######## block 1 ########
==> block_1/port_trees.png <==
Bar = 20 um.
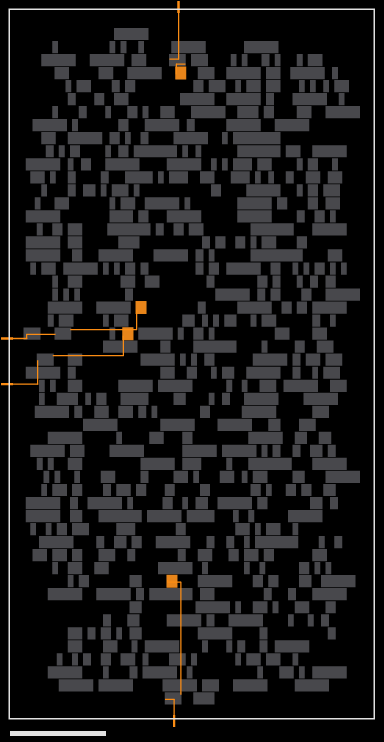

[config.mk]
export PLATFORM = sky130hd
export DESIGN_NAME = direction_input
export DESIGN_NICKNAME = d
export VERILOG_FILES = /design/src/rtl/direction_input_pkg.sv /design/src/rtl/direction_input_debouncer.sv /design/src/rtl/direction_input.sv
export SDC_FILE = /design/constraint.sdc
export NUM_CORES = 1
export LEC_CHECK = 0
export CAP_MARGIN = 30
export CELL_PAD_IN_SITES_DETAIL_PLACEMENT = 1
export CELL_PAD_IN_SITES_GLOBAL_PLACEMENT = 2
export CORE_ASPECT_RATIO = 2
export CORE_MARGIN = 2
export CORE_UTILIZATION = 40
export DETAILED_ROUTE_END_ITERATION = 7
export HOLD_SLACK_MARGIN = 0.06
export PLACE_DENSITY_LB_ADDON = 0.1
export SLEW_MARGIN = 25
export SYNTH_ARGS = -nofsm -noshare
export SYNTH_HDL_FRONTEND = slang
export SYNTH_SLANG_ARGS = --single-unit
[constraint.sdc]
create_clock -name clk -period 4.3 [get_ports clk]
set_input_delay 0.86 -clock clk [delete_from_list [all_inputs] [get_ports clk]]
set_output_delay 0.86 -clock clk [all_outputs]
set_load 0.03 [all_outputs]
[src/rtl/direction_input_pkg.sv]
// Shared definitions for the direction input conditioner.
// Provides the direction codes, the key count and a lowest-index-set
// priority encoder shared by the debounced-key and pending logic.
package direction_input_pkg;

   localparam int NUM_KEYS = 4;

   localparam logic [1:0] DIR_RIGHT = 2'd0;
   localparam logic [1:0] DIR_DOWN  = 2'd1;
   localparam logic [1:0] DIR_LEFT  = 2'd2;
   localparam logic [1:0] DIR_UP    = 2'd3;

   // Lowest set bit wins, so simultaneous keys resolve deterministically.
   // An all-zero input returns DIR_RIGHT; callers only use it with a bit set.
   function automatic logic [1:0] lowest_set(input logic [NUM_KEYS-1:0] v);
      logic [1:0] r;
      r = DIR_RIGHT;
      casez (v)
         4'b???1: r = DIR_RIGHT;
         4'b??10: r = DIR_DOWN;
         4'b?100: r = DIR_LEFT;
         4'b1000: r = DIR_UP;
         default: r = DIR_RIGHT;
      endcase
      return r;
   endfunction

endpackage

[src/rtl/direction_input_debouncer.sv]
// button_debouncer: one active-low asynchronous key to a clean level.
// Ports:
//   clk, rst - clock, synchronous active-high reset
//   btn_n    - raw key, active-low, asynchronous
//   held     - debounced level, active-high
//   press    - registered one-cycle pulse the cycle after held rises
//   rise     - combinational "held just rose" (press one cycle early),
//              lets the pending register update alongside press
module button_debouncer #(
   parameter int SYNC_STAGES     = 2,
   parameter int DEBOUNCE_CYCLES = 250000
) (
   input  logic clk,
   input  logic rst,
   input  logic btn_n,
   output logic held,
   output logic press,
   output logic rise
);

   localparam int CW = $clog2(DEBOUNCE_CYCLES);
   localparam logic [CW-1:0] CNT_LAST = CW'(DEBOUNCE_CYCLES - 1);

   logic [SYNC_STAGES-1:0] sync_q;
   logic [CW-1:0]          cnt;
   logic                   held_d;
   logic                   s;

   // Last synchroniser stage, inverted: 1 = pressed.
   assign s    = ~sync_q[SYNC_STAGES-1];
   assign rise = held & ~held_d;

   always_ff @(posedge clk) begin
      if (rst) begin
         sync_q <= '1;
         cnt    <= '0;
         held   <= 1'b0;
         held_d <= 1'b0;
         press  <= 1'b0;
      end else begin
         sync_q <= {sync_q[SYNC_STAGES-2:0], btn_n};
         held_d <= held;
         press  <= rise;
         if (s == held) begin
            cnt <= '0;
         end else if (cnt == CNT_LAST) begin
            // Input has differed for DEBOUNCE_CYCLES consecutive cycles.
            held <= ~held;
            cnt  <= '0;
         end else begin
            cnt <= cnt + 1'b1;
         end
      end
   end

endmodule

[src/rtl/direction_input.sv]
// direction_input: debounces the four direction keys and holds one pending
// direction request until the movement logic takes it.
// Ports:
//   clk, rst  - clock, synchronous active-high reset
//   btn_n     - raw keys, active-low (0 right, 1 down, 2 left, 3 up)
//   take      - consumer accepted the pending direction (samples dir now)
//   held      - debounced key levels, active-high
//   press     - one-cycle pulse per key on a debounced press
//   dir_valid - a pending direction exists
//   dir       - pending direction code, valid while dir_valid
module direction_input
   import direction_input_pkg::*;
#(
   parameter int DEBOUNCE_CYCLES = 250000,
   parameter int SYNC_STAGES     = 2
) (
   input  logic                clk,
   input  logic                rst,
   input  logic [NUM_KEYS-1:0] btn_n,
   input  logic                take,
   output logic [NUM_KEYS-1:0] held,
   output logic [NUM_KEYS-1:0] press,
   output logic                dir_valid,
   output logic [1:0]          dir
);

   logic [NUM_KEYS-1:0] rise;

   for (genvar i = 0; i < NUM_KEYS; i++) begin : g_key
      button_debouncer #(
         .SYNC_STAGES    (SYNC_STAGES),
         .DEBOUNCE_CYCLES(DEBOUNCE_CYCLES)
      ) u_deb (
         .clk  (clk),
         .rst  (rst),
         .btn_n(btn_n[i]),
         .held (held[i]),
         .press(press[i]),
         .rise (rise[i])
      );
   end

   // A fresh press always wins, even over a same-cycle take. A take with
   // keys still held reloads the request (auto-repeat); otherwise it
   // empties the slot and dir keeps its stale value.
   always_ff @(posedge clk) begin
      if (rst) begin
         dir_valid <= 1'b0;
         dir       <= DIR_RIGHT;
      end else if (|rise) begin
         dir_valid <= 1'b1;
         dir       <= lowest_set(rise);
      end else if (take && dir_valid) begin
         if (|held) dir <= lowest_set(held);
         else       dir_valid <= 1'b0;
      end
   end

endmodule

######## block 2 ########
File: src/rtl/bitserial_exec.sv
// rtl/bitserial_exec.sv - bit-serial execute unit: 1-bit ALU over four 8-bit rotating registers
module bitserial_exec (
  input  logic        clk,
  input  logic        rst_n,
  input  logic [3:0]  opcode,
  input  logic [11:0] instr,
  input  logic        inst_done,
  input  logic        btn_edge,
  output logic [7:0]  out_result,
  output logic        busy,
  output logic        carry
);

  localparam logic [3:0] OP_NOP  = 4'd0;
  localparam logic [3:0] OP_LDI  = 4'd1;
  localparam logic [3:0] OP_ADD  = 4'd2;
  localparam logic [3:0] OP_SUB  = 4'd3;
  localparam logic [3:0] OP_AND  = 4'd4;
  localparam logic [3:0] OP_OR   = 4'd5;
  localparam logic [3:0] OP_XOR  = 4'd6;
  localparam logic [3:0] OP_ADDI = 4'd7;
  localparam logic [3:0] OP_NOT  = 4'd8;
  localparam logic [3:0] OP_OUT  = 4'd9;
  localparam logic [3:0] OP_MOV  = 4'd10;

  typedef enum logic [1:0] {
    S_IDLE,
    S_EXEC,
    S_DONE
  } state_t;

  state_t      state;
  state_t      state_nxt;
  logic [2:0]  bit_cnt;
  logic        done_q;
  logic        start;
  logic [3:0]  op_q;
  logic [1:0]  rd_q;
  logic [1:0]  rs_q;
  logic [7:0]  imm_sr;
  logic [7:0]  regs [4];
  logic        c_q;

  logic        a_bit;
  logic        rs_bit;
  logic        imm_bit;
  logic        b_bit;
  logic        b_eff;
  logic        res_bit;
  logic        c_nxt;

  // The button pulse is already consumed by the loader; nothing here needs it.
  logic unused_btn;
  assign unused_btn = btn_edge;

  // Register the loader phase flag so its falling edge can be detected.
  always_ff @(posedge clk) begin
    if (!rst_n) done_q <= 1'b0;
    else        done_q <= inst_done;
  end

  assign start = done_q & ~inst_done;

  // FSM state register.
  always_ff @(posedge clk) begin
    if (!rst_n) state <= S_IDLE;
    else        state <= state_nxt;
  end

  // Next-state logic; busy covers every EXEC cycle and the DONE cycle.
  always_comb begin
    state_nxt = state;
    busy      = 1'b0;
    case (state)
      S_IDLE: if (start) state_nxt = S_EXEC;
      S_EXEC: begin
        busy = 1'b1;
        if (bit_cnt == 3'd7) state_nxt = S_DONE;
      end
      S_DONE: begin
        busy      = 1'b1;
        state_nxt = S_IDLE;
      end
      default: state_nxt = S_IDLE;
    endcase
  end

  // 1-bit ALU on the current LSBs; operands are sampled before the rotate.
  always_comb begin
    a_bit   = regs[rd_q][0];
    rs_bit  = regs[rs_q][0];
    imm_bit = imm_sr[0];
    b_bit   = (op_q == OP_ADDI) ? imm_bit : rs_bit;
    b_eff   = (op_q == OP_SUB) ? ~b_bit : b_bit;
    c_nxt   = (a_bit & b_eff) | (a_bit & c_q) | (b_eff & c_q);
    res_bit = a_bit;
    case (op_q)
      OP_NOP, OP_OUT:   res_bit = a_bit;
      OP_LDI:           res_bit = imm_bit;
      OP_ADD, OP_ADDI,
      OP_SUB:           res_bit = a_bit ^ b_eff ^ c_q;
      OP_AND:           res_bit = a_bit & rs_bit;
      OP_OR:            res_bit = a_bit | rs_bit;
      OP_XOR:           res_bit = a_bit ^ rs_bit;
      OP_NOT:           res_bit = ~rs_bit;
      OP_MOV:           res_bit = rs_bit;
      default:          res_bit = a_bit;
    endcase
  end

  // Datapath: latch the instruction, rotate all registers per bit, commit flags at DONE.
  always_ff @(posedge clk) begin
    if (!rst_n) begin
      bit_cnt    <= 3'd0;
      op_q       <= 4'd0;
      rd_q       <= 2'd0;
      rs_q       <= 2'd0;
      imm_sr     <= 8'd0;
      c_q        <= 1'b0;
      out_result <= 8'd0;
      carry      <= 1'b0;
      for (int i = 0; i < 4; i++) regs[i] <= 8'd0;
    end else begin
      case (state)
        S_IDLE: begin
          if (start) begin
            op_q    <= opcode;
            rd_q    <= instr[1:0];
            rs_q    <= instr[3:2];
            imm_sr  <= instr[11:4];
            bit_cnt <= 3'd0;
            // Subtraction is a + ~b + 1, so its carry chain starts at 1.
            c_q     <= (opcode == OP_SUB);
          end
        end
        S_EXEC: begin
          for (int i = 0; i < 4; i++) begin
            if (2'(i) == rd_q) regs[i] <= {res_bit, regs[i][7:1]};
            else               regs[i] <= {regs[i][0], regs[i][7:1]};
          end
          imm_sr  <= {imm_sr[0], imm_sr[7:1]};
          c_q     <= c_nxt;
          bit_cnt <= bit_cnt + 3'd1;
        end
        S_DONE: begin
          if (op_q == OP_OUT) out_result <= regs[rd_q];
          if (op_q == OP_ADD || op_q == OP_SUB || op_q == OP_ADDI) carry <= c_q;
        end
        default: bit_cnt <= 3'd0;
      endcase
    end
  end

endmodule

File: config.mk
export PLATFORM = sky130hd
export DESIGN_NAME = bitserial_exec
export DESIGN_NICKNAME = d
export VERILOG_FILES = /design/src/rtl/bitserial_exec.sv
export SDC_FILE = /design/constraint.sdc
export NUM_CORES = 1
export LEC_CHECK = 0
export CAP_MARGIN = 20
export CORE_UTILIZATION = 32
export DETAILED_ROUTE_END_ITERATION = 6
export MAX_ROUTING_LAYER = met4
export PLACE_DENSITY = 0.49
export SLEW_MARGIN = 20
export SYNTH_ARGS = -nofsm -noshare
export SYNTH_HDL_FRONTEND = slang
export SYNTH_SLANG_ARGS = --single-unit
File: constraint.sdc
create_clock -name clk -period 3 [get_ports clk]
set_clock_uncertainty 0.15 [all_clocks]
set_input_delay 0.6 -clock clk [delete_from_list [all_inputs] [get_ports clk]]
set_output_delay 0.6 -clock clk [all_outputs]
set_load 0.02 [all_outputs]
==> block_1/clock_nets.png <==
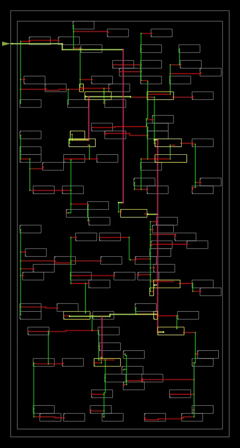
Layout Skew: 0.00535 ns
clock insertion delay at the later pin of the skew report: 0.33 ns
Clock Sink Count: 95

About block_1/port_trees.png:
- orange: btn_n (bits 4; direction input; edge 2 west, 1 north, 1 south; end cells 4; buffers 4; wire 104 um)

==> git commit body, block 1 <==
Record implementation results from latest flow run

- Gate count after technology mapping: 465
* Clock Root Buffer: sky130_fd_sc_hd__clkbuf_16
* Cell Type Count: 39
* H-Tree Level Count: 3
* Routed via count divided by cell count: 5.22
* Post-CTS Setup Inserts: 0
- Final worst slack: 1.87 ns
- In this run, the synthesized area fraction spent on xor and xnor cells is recorded as 12.7%.
- Of the synthesized area, sequential elements account for a little under half.
* Combinational share of cell area: 44.4%
- Combinational cell fraction of total power: 1.5%
- In the finished design, the share of the clock period the worst path needs comes to 56.6%.
- Dividing the synthesized area by the synthesized cell count gives 8.90 um^2.
- Worst setup path class: reg -> out
* Outcome: complete, no violations
* Cell type contributing the most total cell area after synthesis: sky130_fd_sc_hd__dfxtp_1
- Number of failing hold endpoints at the final stage: 0
* Reg power frac: 52.8%
* #MultiIn Comb: 339
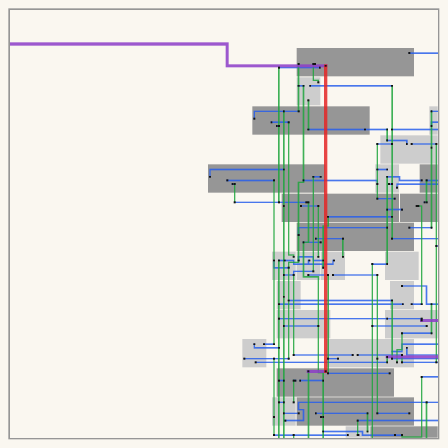
(block_2/closeup.png)
Region (5, 56) to (45, 96) um. Cells in grey, sequential cells in the stronger grey; small squares are vias.
- red: M4
- green: M2
- purple: M3
- blue: M1
- most frequent: and3_1 (8), edfxtp_1 (7)
- sequential cells in the window: 7
- netlist names of flops here include: regs (7)
- cells with their middle in the window: 21

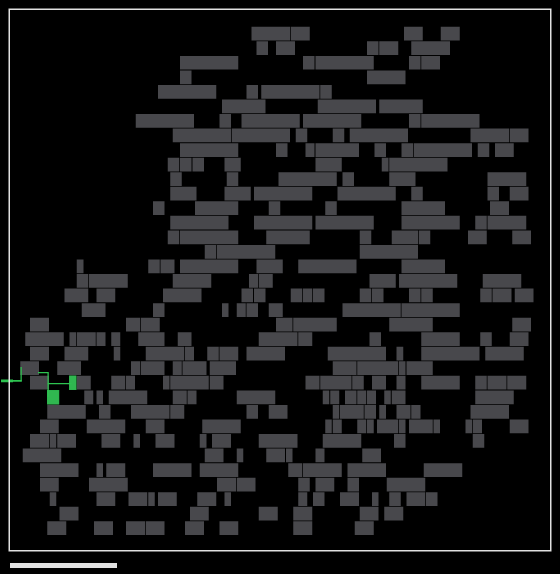
(block_2/port_trees.png)
Bar = 20 um.
- green: inst_done (bits 1; direction input; edge west; end cells 2; buffers 1; wire 14.7 um)

==> git commit body, block 2 <==
Record implementation results from latest flow run

- The run finished with clean final reports.
- I/O pins: 30
- For reference, the top cells by count after synthesis are sky130_fd_sc_hd__dfxtp_1 (36), sky130_fd_sc_hd__edfxtp_1 (32), sky130_fd_sc_hd__and3_1 (28).
* Source of the worst register-to-register timing path: regs[3][0]$_DFFE_PP_
- Power density of the placed cells: 572 mW/mm^2
- WHS Endpoint: bit_cnt[2]$_SDFFE_PN0P_
* Buffers on Ports: 28
* Post-CTS Setup Inserts: 0
- The slowest stage of the critical path belongs to the cell sky130_fd_sc_hd__mux4_2.
* Length of routed met3 wiring: 246 um
* Slew Limit Headroom: 55.2%
* DPL Wire Length: 4000 um
- In the synthesized netlist the dominant register cell turns out to be sky130_fd_sc_hd__dfxtp_1.
- Counting the fill cells in the layout gives 949.
* Highest signal layer in the routed design: met4
- For met1 alone, demand over resource in global routing was between 10% and 20%.
- Number of antenna violations at the first check in global routing: 0
* Final non-filler cell total: 422
- Switching Fraction: approximately 28%
* Max-cap violations: 0
* Clock group share of total power: approximately 32%
- In the final layout, multi-input gates take up 36.5% of the cell area.
* Cell with the most instances on the worst path: sky130_fd_sc_hd__o21ai_1
- Reg power frac: 52.6%
* Die footprint: 0.0102 mm^2
* Worst reg2reg path depth: 9
* Most frequent logic cell in the layout: sky130_fd_sc_hd__dfxtp_1

==> gallery <==
Register map, names as in the netlist.
Bar = 20 um.
panel A
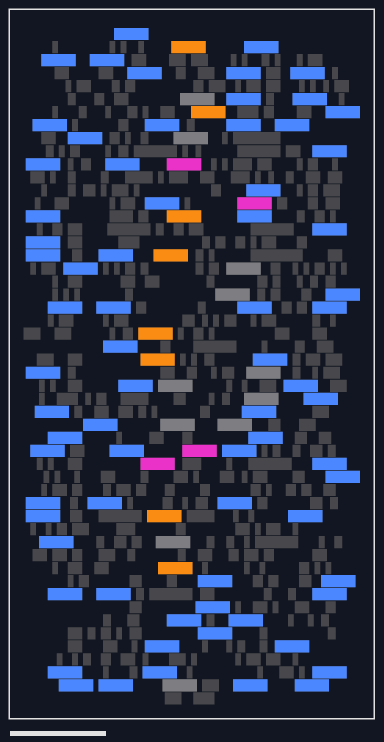
panel B
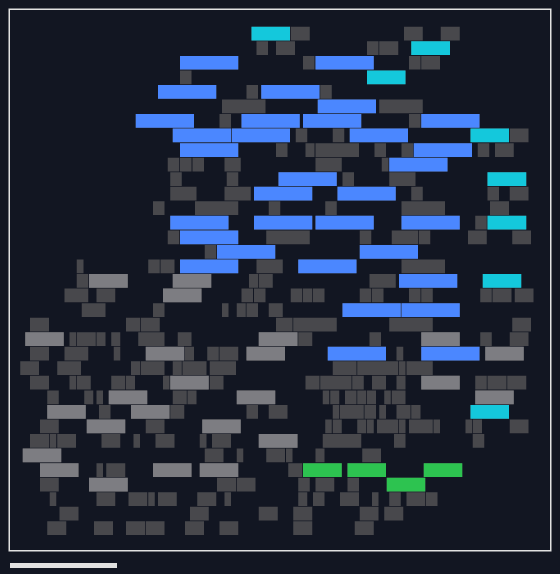
Of these, most sequential cells: panel A
Of these, most cells: panel A
| picture | from |
|---|---|
| panel A | block 1 |
| panel B | block 2 |


######## block 3 ########
==> block_3/layers.png <==
Only two layers are drawn.
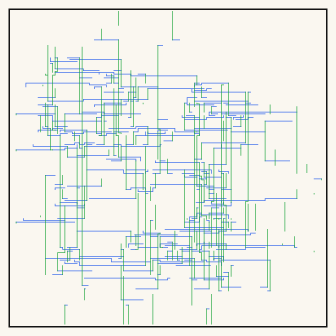

### src/rtl/prbs31_sat_counter.sv
// prbs31_sat_counter
// Saturating up-counter with synchronous clear. A clear on the same cycle
// as an increment leaves the counter at 1, so the event that coincides with
// the clear is not lost.
// Ports:
//   clk    in   clock, rising edge
//   rst_n  in   asynchronous reset, active-high
//   clr    in   synchronous clear
//   inc    in   count one event
//   count  out  WIDTH-bit count, sticks at all-ones
module prbs31_sat_counter #(
  parameter int WIDTH = 16
) (
  input  logic             clk,
  input  logic             rst_n,
  input  logic             clr,
  input  logic             inc,
  output logic [WIDTH-1:0] count
);

  logic [WIDTH-1:0] count_q;
  logic [WIDTH-1:0] count_d;

  always_comb begin
    count_d = count_q;
    if (clr) begin
      count_d = inc ? WIDTH'(1) : '0;
    end else if (inc && (count_q != '1)) begin
      count_d = count_q + WIDTH'(1);
    end
  end

  always_ff @(posedge clk or posedge rst_n) begin
    if (rst_n) begin
      count_q <= '0;
    end else begin
      count_q <= count_d;
    end
  end

  assign count = count_q;

endmodule

### config.mk
export PLATFORM = sky130hd
export DESIGN_NAME = prbs31_sat_counter
export DESIGN_NICKNAME = d
export VERILOG_FILES = /design/src/rtl/prbs31_sat_counter.sv
export SDC_FILE = /design/constraint.sdc
export NUM_CORES = 1
export LEC_CHECK = 0
export ABC_CLOCK_PERIOD_IN_PS = 4100
export CORE_MARGIN = 2
export CORE_UTILIZATION = 30
export DETAILED_ROUTE_END_ITERATION = 6
export GPL_ROUTABILITY_DRIVEN = 0
export PLACE_DENSITY_LB_ADDON = 0.12
export SLEW_MARGIN = 10
export SYNTH_ARGS = -nofsm -noshare
export SYNTH_HDL_FRONTEND = slang
export SYNTH_SLANG_ARGS = --single-unit
export TNS_END_PERCENT = 100
### constraint.sdc
create_clock -name clk -period 4.1 [get_ports clk]
set_clock_uncertainty 0.15 [all_clocks]
set_input_delay 0.82 -clock clk [delete_from_list [all_inputs] [get_ports clk]]
set_output_delay 0.82 -clock clk [all_outputs]
set_load 0.02 [all_outputs]
######## block 4 ########
[config.mk]
export PLATFORM = sky130hd
export DESIGN_NAME = sector_read
export DESIGN_NICKNAME = d
export VERILOG_FILES = /design/src/rtl/hawk_pkg.sv /design/src/rtl/piso_byte.sv /design/src/rtl/sector_read.sv
export SDC_FILE = /design/constraint.sdc
export NUM_CORES = 1
export LEC_CHECK = 0
export CAP_MARGIN = 20
export CORE_ASPECT_RATIO = 0.75
export CORE_MARGIN = 2
export CORE_UTILIZATION = 51
export DETAILED_ROUTE_END_ITERATION = 12
export PLACE_DENSITY_LB_ADDON = 0.12
export SETUP_SLACK_MARGIN = 0.15
export SLEW_MARGIN = 20
export SYNTH_ARGS = -nofsm -noshare
export SYNTH_HDL_FRONTEND = slang
export SYNTH_SLANG_ARGS = --single-unit
[constraint.sdc]
create_clock -name clk -period 1.58 [get_ports clk]
set_input_delay 0.158 -clock clk [delete_from_list [all_inputs] [get_ports clk]]
set_output_delay 0.158 -clock clk [all_outputs]
set_load 0.01 [all_outputs]
[src/rtl/hawk_pkg.sv]
// Shared constants and state encoding for the sector read path.
package hawk_pkg;

    localparam int unsigned SECTOR_ADDR_W = 9;
    localparam int unsigned BITS_PER_BYTE = 8;

    typedef enum logic [1:0] {
        IDLE,
        FETCH0,
        RUN,
        DONE
    } read_state_t;

endpackage

[src/rtl/piso_byte.sv]
// 8-bit parallel-in/serial-out shifter; load wins over shift, MSB leaves first.
module piso_byte
    import hawk_pkg::*;
(
    input  logic                     clk,
    input  logic                     rst,
    input  logic                     i_load,
    input  logic                     i_shift,
    input  logic [BITS_PER_BYTE-1:0] i_data,
    output logic                     o_msb
);

    logic [BITS_PER_BYTE-1:0] r_sh;

    always_ff @(posedge clk) begin
        if (rst) begin
            r_sh <= '0;
        end else if (i_load) begin
            r_sh <= i_data;
        end else if (i_shift) begin
            r_sh <= {r_sh[BITS_PER_BYTE-2:0], 1'b0};
        end
    end

    assign o_msb = r_sh[BITS_PER_BYTE-1];

endmodule

[src/rtl/sector_read.sv]
// Sector read serializer: fetches buffer bytes and shifts them MSB-first onto
// the read-data line, one bit per bit-cell strobe, flagging underruns.
module sector_read
    import hawk_pkg::*;
#(
    parameter int unsigned ADDR_W   = SECTOR_ADDR_W,
    parameter int unsigned RD_LAT   = 1,
    parameter logic        IDLE_BIT = 1'b0
) (
    input  logic                     clk,
    input  logic                     rst,
    input  logic                     bit_tick,
    input  logic                     data_area,
    input  logic [BITS_PER_BYTE-1:0] rd_data,
    output logic [ADDR_W-1:0]        rd_addr,
    output logic                     rd_en,
    output logic                     rd_bit,
    output logic                     underrun,
    output logic                     done
);

    localparam int unsigned CNT_W = ADDR_W + 3;

    read_state_t              r_state, w_state_nxt;
    logic [CNT_W-1:0]         r_bit_count, w_bit_count_nxt;
    logic [2:0]               r_sh_cnt, w_sh_cnt_nxt;
    logic [ADDR_W-1:0]        r_rd_addr, w_rd_addr_nxt;
    logic                     r_rd_en, w_rd_en_nxt;
    logic                     r_rd_bit, w_rd_bit_nxt;
    logic                     r_underrun, w_underrun_nxt;
    logic                     r_done, w_done_nxt;
    logic                     r_sh_valid, w_sh_valid_nxt;
    logic                     r_nb_valid, w_nb_valid_nxt;
    logic [BITS_PER_BYTE-1:0] r_nb, w_nb_nxt;
    logic [RD_LAT-1:0]        r_pipe, w_pipe_nxt;

    logic                     w_ret;
    logic                     w_sh_load;
    logic                     w_sh_shift;
    logic                     w_sh_msb;
    logic [BITS_PER_BYTE-1:0] w_sh_data;
    logic [ADDR_W-1:0]        w_byte_idx;

    assign w_ret      = r_pipe[RD_LAT-1];
    assign w_byte_idx = r_bit_count[CNT_W-1:3];

    piso_byte u_piso (
        .clk     (clk),
        .rst     (rst),
        .i_load  (w_sh_load),
        .i_shift (w_sh_shift),
        .i_data  (w_sh_data),
        .o_msb   (w_sh_msb)
    );

    // r_sh_cnt tracks bits consumed from the shifter; it lags r_bit_count when
    // a tick landed before the first byte arrived, shifting the whole stream.
    always_comb begin
        w_state_nxt     = r_state;
        w_bit_count_nxt = r_bit_count;
        w_sh_cnt_nxt    = r_sh_cnt;
        w_rd_addr_nxt   = r_rd_addr;
        w_rd_en_nxt     = 1'b0;
        w_rd_bit_nxt    = r_rd_bit;
        w_underrun_nxt  = r_underrun;
        w_done_nxt      = r_done;
        w_sh_valid_nxt  = r_sh_valid;
        w_nb_valid_nxt  = r_nb_valid;
        w_nb_nxt        = r_nb;
        w_pipe_nxt      = (r_pipe << 1) | RD_LAT'(r_rd_en);
        w_sh_load       = 1'b0;
        w_sh_shift      = 1'b0;
        w_sh_data       = rd_data;

        if (!data_area) begin
            w_state_nxt     = IDLE;
            w_bit_count_nxt = '0;
            w_sh_cnt_nxt    = '0;
            w_rd_addr_nxt   = '0;
            w_rd_bit_nxt    = IDLE_BIT;
            w_sh_valid_nxt  = 1'b0;
            w_nb_valid_nxt  = 1'b0;
            w_pipe_nxt      = '0;
        end else begin
            unique case (r_state)
                IDLE: begin
                    w_state_nxt     = FETCH0;
                    w_rd_en_nxt     = 1'b1;
                    w_rd_addr_nxt   = '0;
                    w_rd_bit_nxt    = IDLE_BIT;
                    w_done_nxt      = 1'b0;
                    w_underrun_nxt  = bit_tick;
                    w_bit_count_nxt = bit_tick ? CNT_W'(1) : '0;
                    w_sh_cnt_nxt    = '0;
                end
                FETCH0: begin
                    if (bit_tick) begin
                        w_rd_bit_nxt    = IDLE_BIT;
                        w_underrun_nxt  = 1'b1;
                        w_bit_count_nxt = r_bit_count + 1'b1;
                    end
                    if (w_ret) begin
                        w_sh_load      = 1'b1;
                        w_sh_data      = rd_data;
                        w_sh_valid_nxt = 1'b1;
                        w_sh_cnt_nxt   = '0;
                        w_state_nxt    = RUN;
                    end
                end
                RUN: begin
                    if (w_ret) begin
                        w_nb_nxt       = rd_data;
                        w_nb_valid_nxt = 1'b1;
                    end
                    if (bit_tick) begin
                        w_rd_bit_nxt    = r_sh_valid ? w_sh_msb : IDLE_BIT;
                        w_underrun_nxt  = r_underrun | ~r_sh_valid;
                        w_bit_count_nxt = r_bit_count + 1'b1;
                        w_sh_cnt_nxt    = r_sh_cnt + 3'd1;
                        if (r_sh_cnt == 3'd0 && w_byte_idx != '1) begin
                            w_rd_en_nxt   = 1'b1;
                            w_rd_addr_nxt = w_byte_idx + 1'b1;
                        end
                        // Byte boundary: anything still in flight is too late.
                        if (r_sh_cnt == 3'd7) begin
                            w_sh_load      = r_nb_valid;
                            w_sh_data      = r_nb;
                            w_sh_valid_nxt = r_nb_valid;
                            w_nb_valid_nxt = 1'b0;
                            w_pipe_nxt     = '0;
                        end else begin
                            w_sh_shift = 1'b1;
                        end
                        if (r_bit_count == '1) begin
                            w_state_nxt = DONE;
                            w_done_nxt  = 1'b1;
                        end
                    end
                end
                DONE: begin
                    w_rd_bit_nxt = IDLE_BIT;
                    w_done_nxt   = 1'b1;
                end
                default: w_state_nxt = IDLE;
            endcase
        end
    end

    always_ff @(posedge clk) begin
        if (rst) begin
            r_state     <= IDLE;
            r_bit_count <= '0;
            r_sh_cnt    <= '0;
            r_rd_addr   <= '0;
            r_rd_en     <= 1'b0;
            r_rd_bit    <= IDLE_BIT;
            r_underrun  <= 1'b0;
            r_done      <= 1'b0;
            r_sh_valid  <= 1'b0;
            r_nb_valid  <= 1'b0;
            r_nb        <= '0;
            r_pipe      <= '0;
        end else begin
            r_state     <= w_state_nxt;
            r_bit_count <= w_bit_count_nxt;
            r_sh_cnt    <= w_sh_cnt_nxt;
            r_rd_addr   <= w_rd_addr_nxt;
            r_rd_en     <= w_rd_en_nxt;
            r_rd_bit    <= w_rd_bit_nxt;
            r_underrun  <= w_underrun_nxt;
            r_done      <= w_done_nxt;
            r_sh_valid  <= w_sh_valid_nxt;
            r_nb_valid  <= w_nb_valid_nxt;
            r_nb        <= w_nb_nxt;
            r_pipe      <= w_pipe_nxt;
        end
    end

    assign rd_addr  = r_rd_addr;
    assign rd_en    = r_rd_en;
    assign rd_bit   = r_rd_bit;
    assign underrun = r_underrun;
    assign done     = r_done;

endmodule
==> block_4/clock_nets.png <==
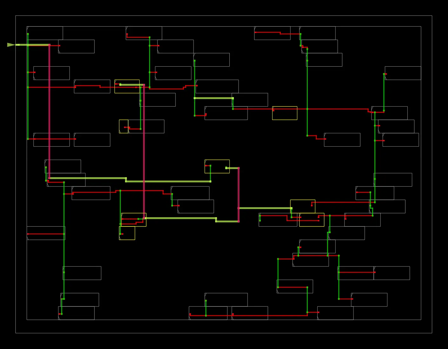
CTS buffer count: 5
clock insertion delay at the later pin of the skew report: 0.31 ns
number of flip-flops and latches: 49
Layout Skew: 0.0176 ns

==> git commit body, block 4 <==
Record implementation results from latest flow run

* Routed via count divided by cell count: 6.21
* DPL Wire Length: 4630 um
- Endpoint class of the critical path: flop
* 1st-iter DRT viols: 200
- MUX area fraction: under 10%
- The final reports fail on negative setup slack.
- The sequential cells in the finished layout cover a total of 0.00100 mm^2.
- Post-layout util: 81.8%
- Total setup violations reported at the end of the flow: 24
* I/O pins: 25
* Fraction of final layout cells sized beyond drive strength 1: 48.3%
- Area share of the largest cell type after synthesis: 39.0%
- The initial antenna violation count came to 0.
- Post-CTS Setup Inserts: 11
- Async S/R FF share, synth: 0%
* Outcome: complete, but fails checks
- Final worst slack: -0.134 ns
- Number of cells traversed by the worst hold path: 2
- The final power report lists total power as 2.56 mW.
- Top area cells in the synthesized netlist: sky130_fd_sc_hd__dfxtp_1 (39%), sky130_fd_sc_hd__ha_1 (6.0%), sky130_fd_sc_hd__mux2i_1 (6.0%), sky130_fd_sc_hd__nor2_1 (4.8%), sky130_fd_sc_hd__a21oi_1 (4.4%)
- Most numerous cell types in the synthesized netlist: sky130_fd_sc_hd__dfxtp_1 (49), sky130_fd_sc_hd__nor2_1 (32), sky130_fd_sc_hd__a21oi_1 (22)
* Number of nets still failing antenna checks after routing: 0
- Summing the areas of all xor and xnor instances in the mapped netlist gives 2.09% of the synthesized area.
* Area share of fa/ha/maj cells after synthesis: ~6%
- Most instantiated flip-flop cell in the synthesis netlist: sky130_fd_sc_hd__dfxtp_1
- The detailed placer reported the number of placed instances as 392.
* Gate count after technology mapping: 279
- Clock transition at the registers of the reported paths: 0.10 ns
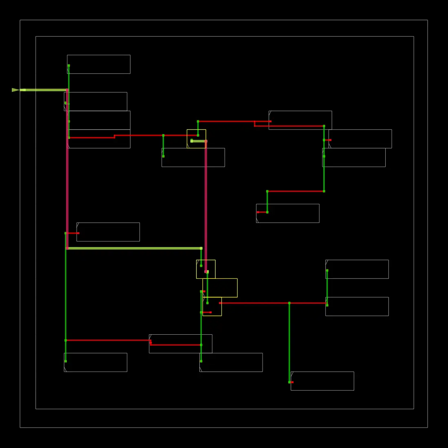
(block_3/clock_nets.png)
CTS buffer count: 3
clock insertion delay at the later pin of the skew report: 0.29 ns

About block_3/layers.png:
- green: M2 (wire length 971 um)
- blue: M1 (wire length 1020 um)

==> git commit body, block 3 <==
Record implementation results from latest flow run

- Outcome: complete, no violations
- Synthesis inferred 16 register bits.
* Max-cap violations: 0
- Most instantiated flip-flop cell in the synthesis netlist: sky130_fd_sc_hd__dfrtp_1
- In this run, distinct cell masters in the synthesized netlist total 31.
* Die x size: 59.5 um
- Reg power frac: 54.4%
- Xor/xnor share: less than 1%
- Number of vias in the routed layout: 844
- Once detail routing completed, the nets flagged for antenna violations numbered 0.
- met2 is the most crowded layer.
- Main power-consuming group: sequential cells
- Highest-delay cell along the critical path: sky130_fd_sc_hd__clkdlybuf4s50_1
- Routing usage on met3: under 10%
- Detail Route met2 WL: 971 um
- Power density of the placed cells: 255 mW/mm^2
* N_diodes: 0
* Total core area: 0.00300 mm^2

==> gallery <==
I/O nets highlighted.
Bar = 20 um.
image #1
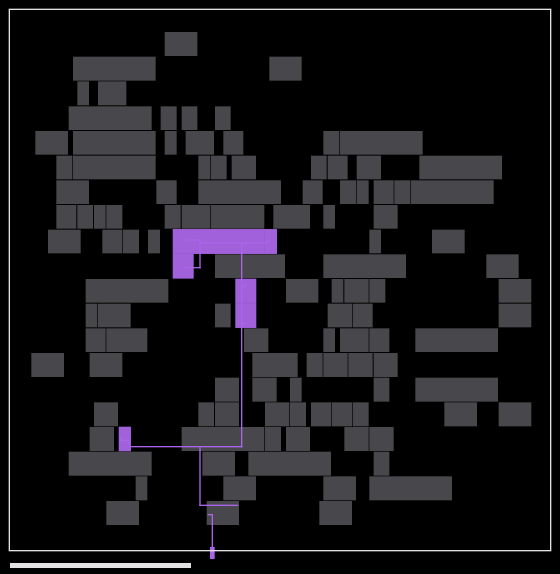
image #2
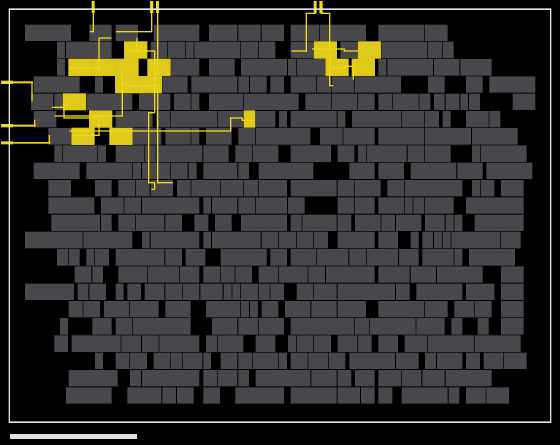
Of these, largest die: image #2
Of these, most cells: image #2
| from | picture |
|---|---|
| block 4 | image #2 |
| block 3 | image #1 |

Key to image #1:
- purple: inc (bits 1; direction input; edge south; end cells 6; buffers 1; wire 67.2 um)



==> screenshots <==
Routed metal, one colour a layer.
Only two layers are drawn.
Plate I
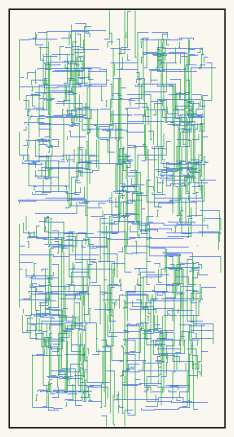
Plate II
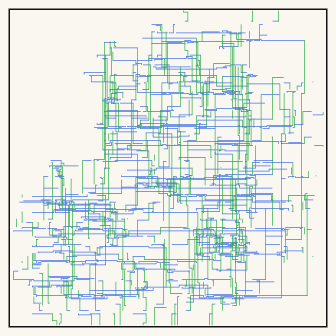
Plate III
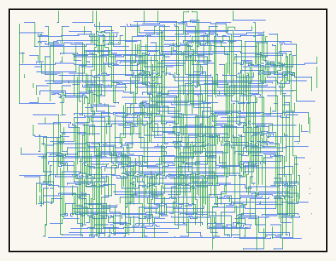
Of these, least wire: Plate II
| picture | from |
|---|---|
| Plate III | block 4 |
| Plate II | block 2 |
| Plate I | block 1 |

Key to Plate I:
- blue: M1 (wire length 3700 um)
- green: M2 (wire length 4970 um)

Power figures rest on the tool's default switching activity, not on a simulated workload.
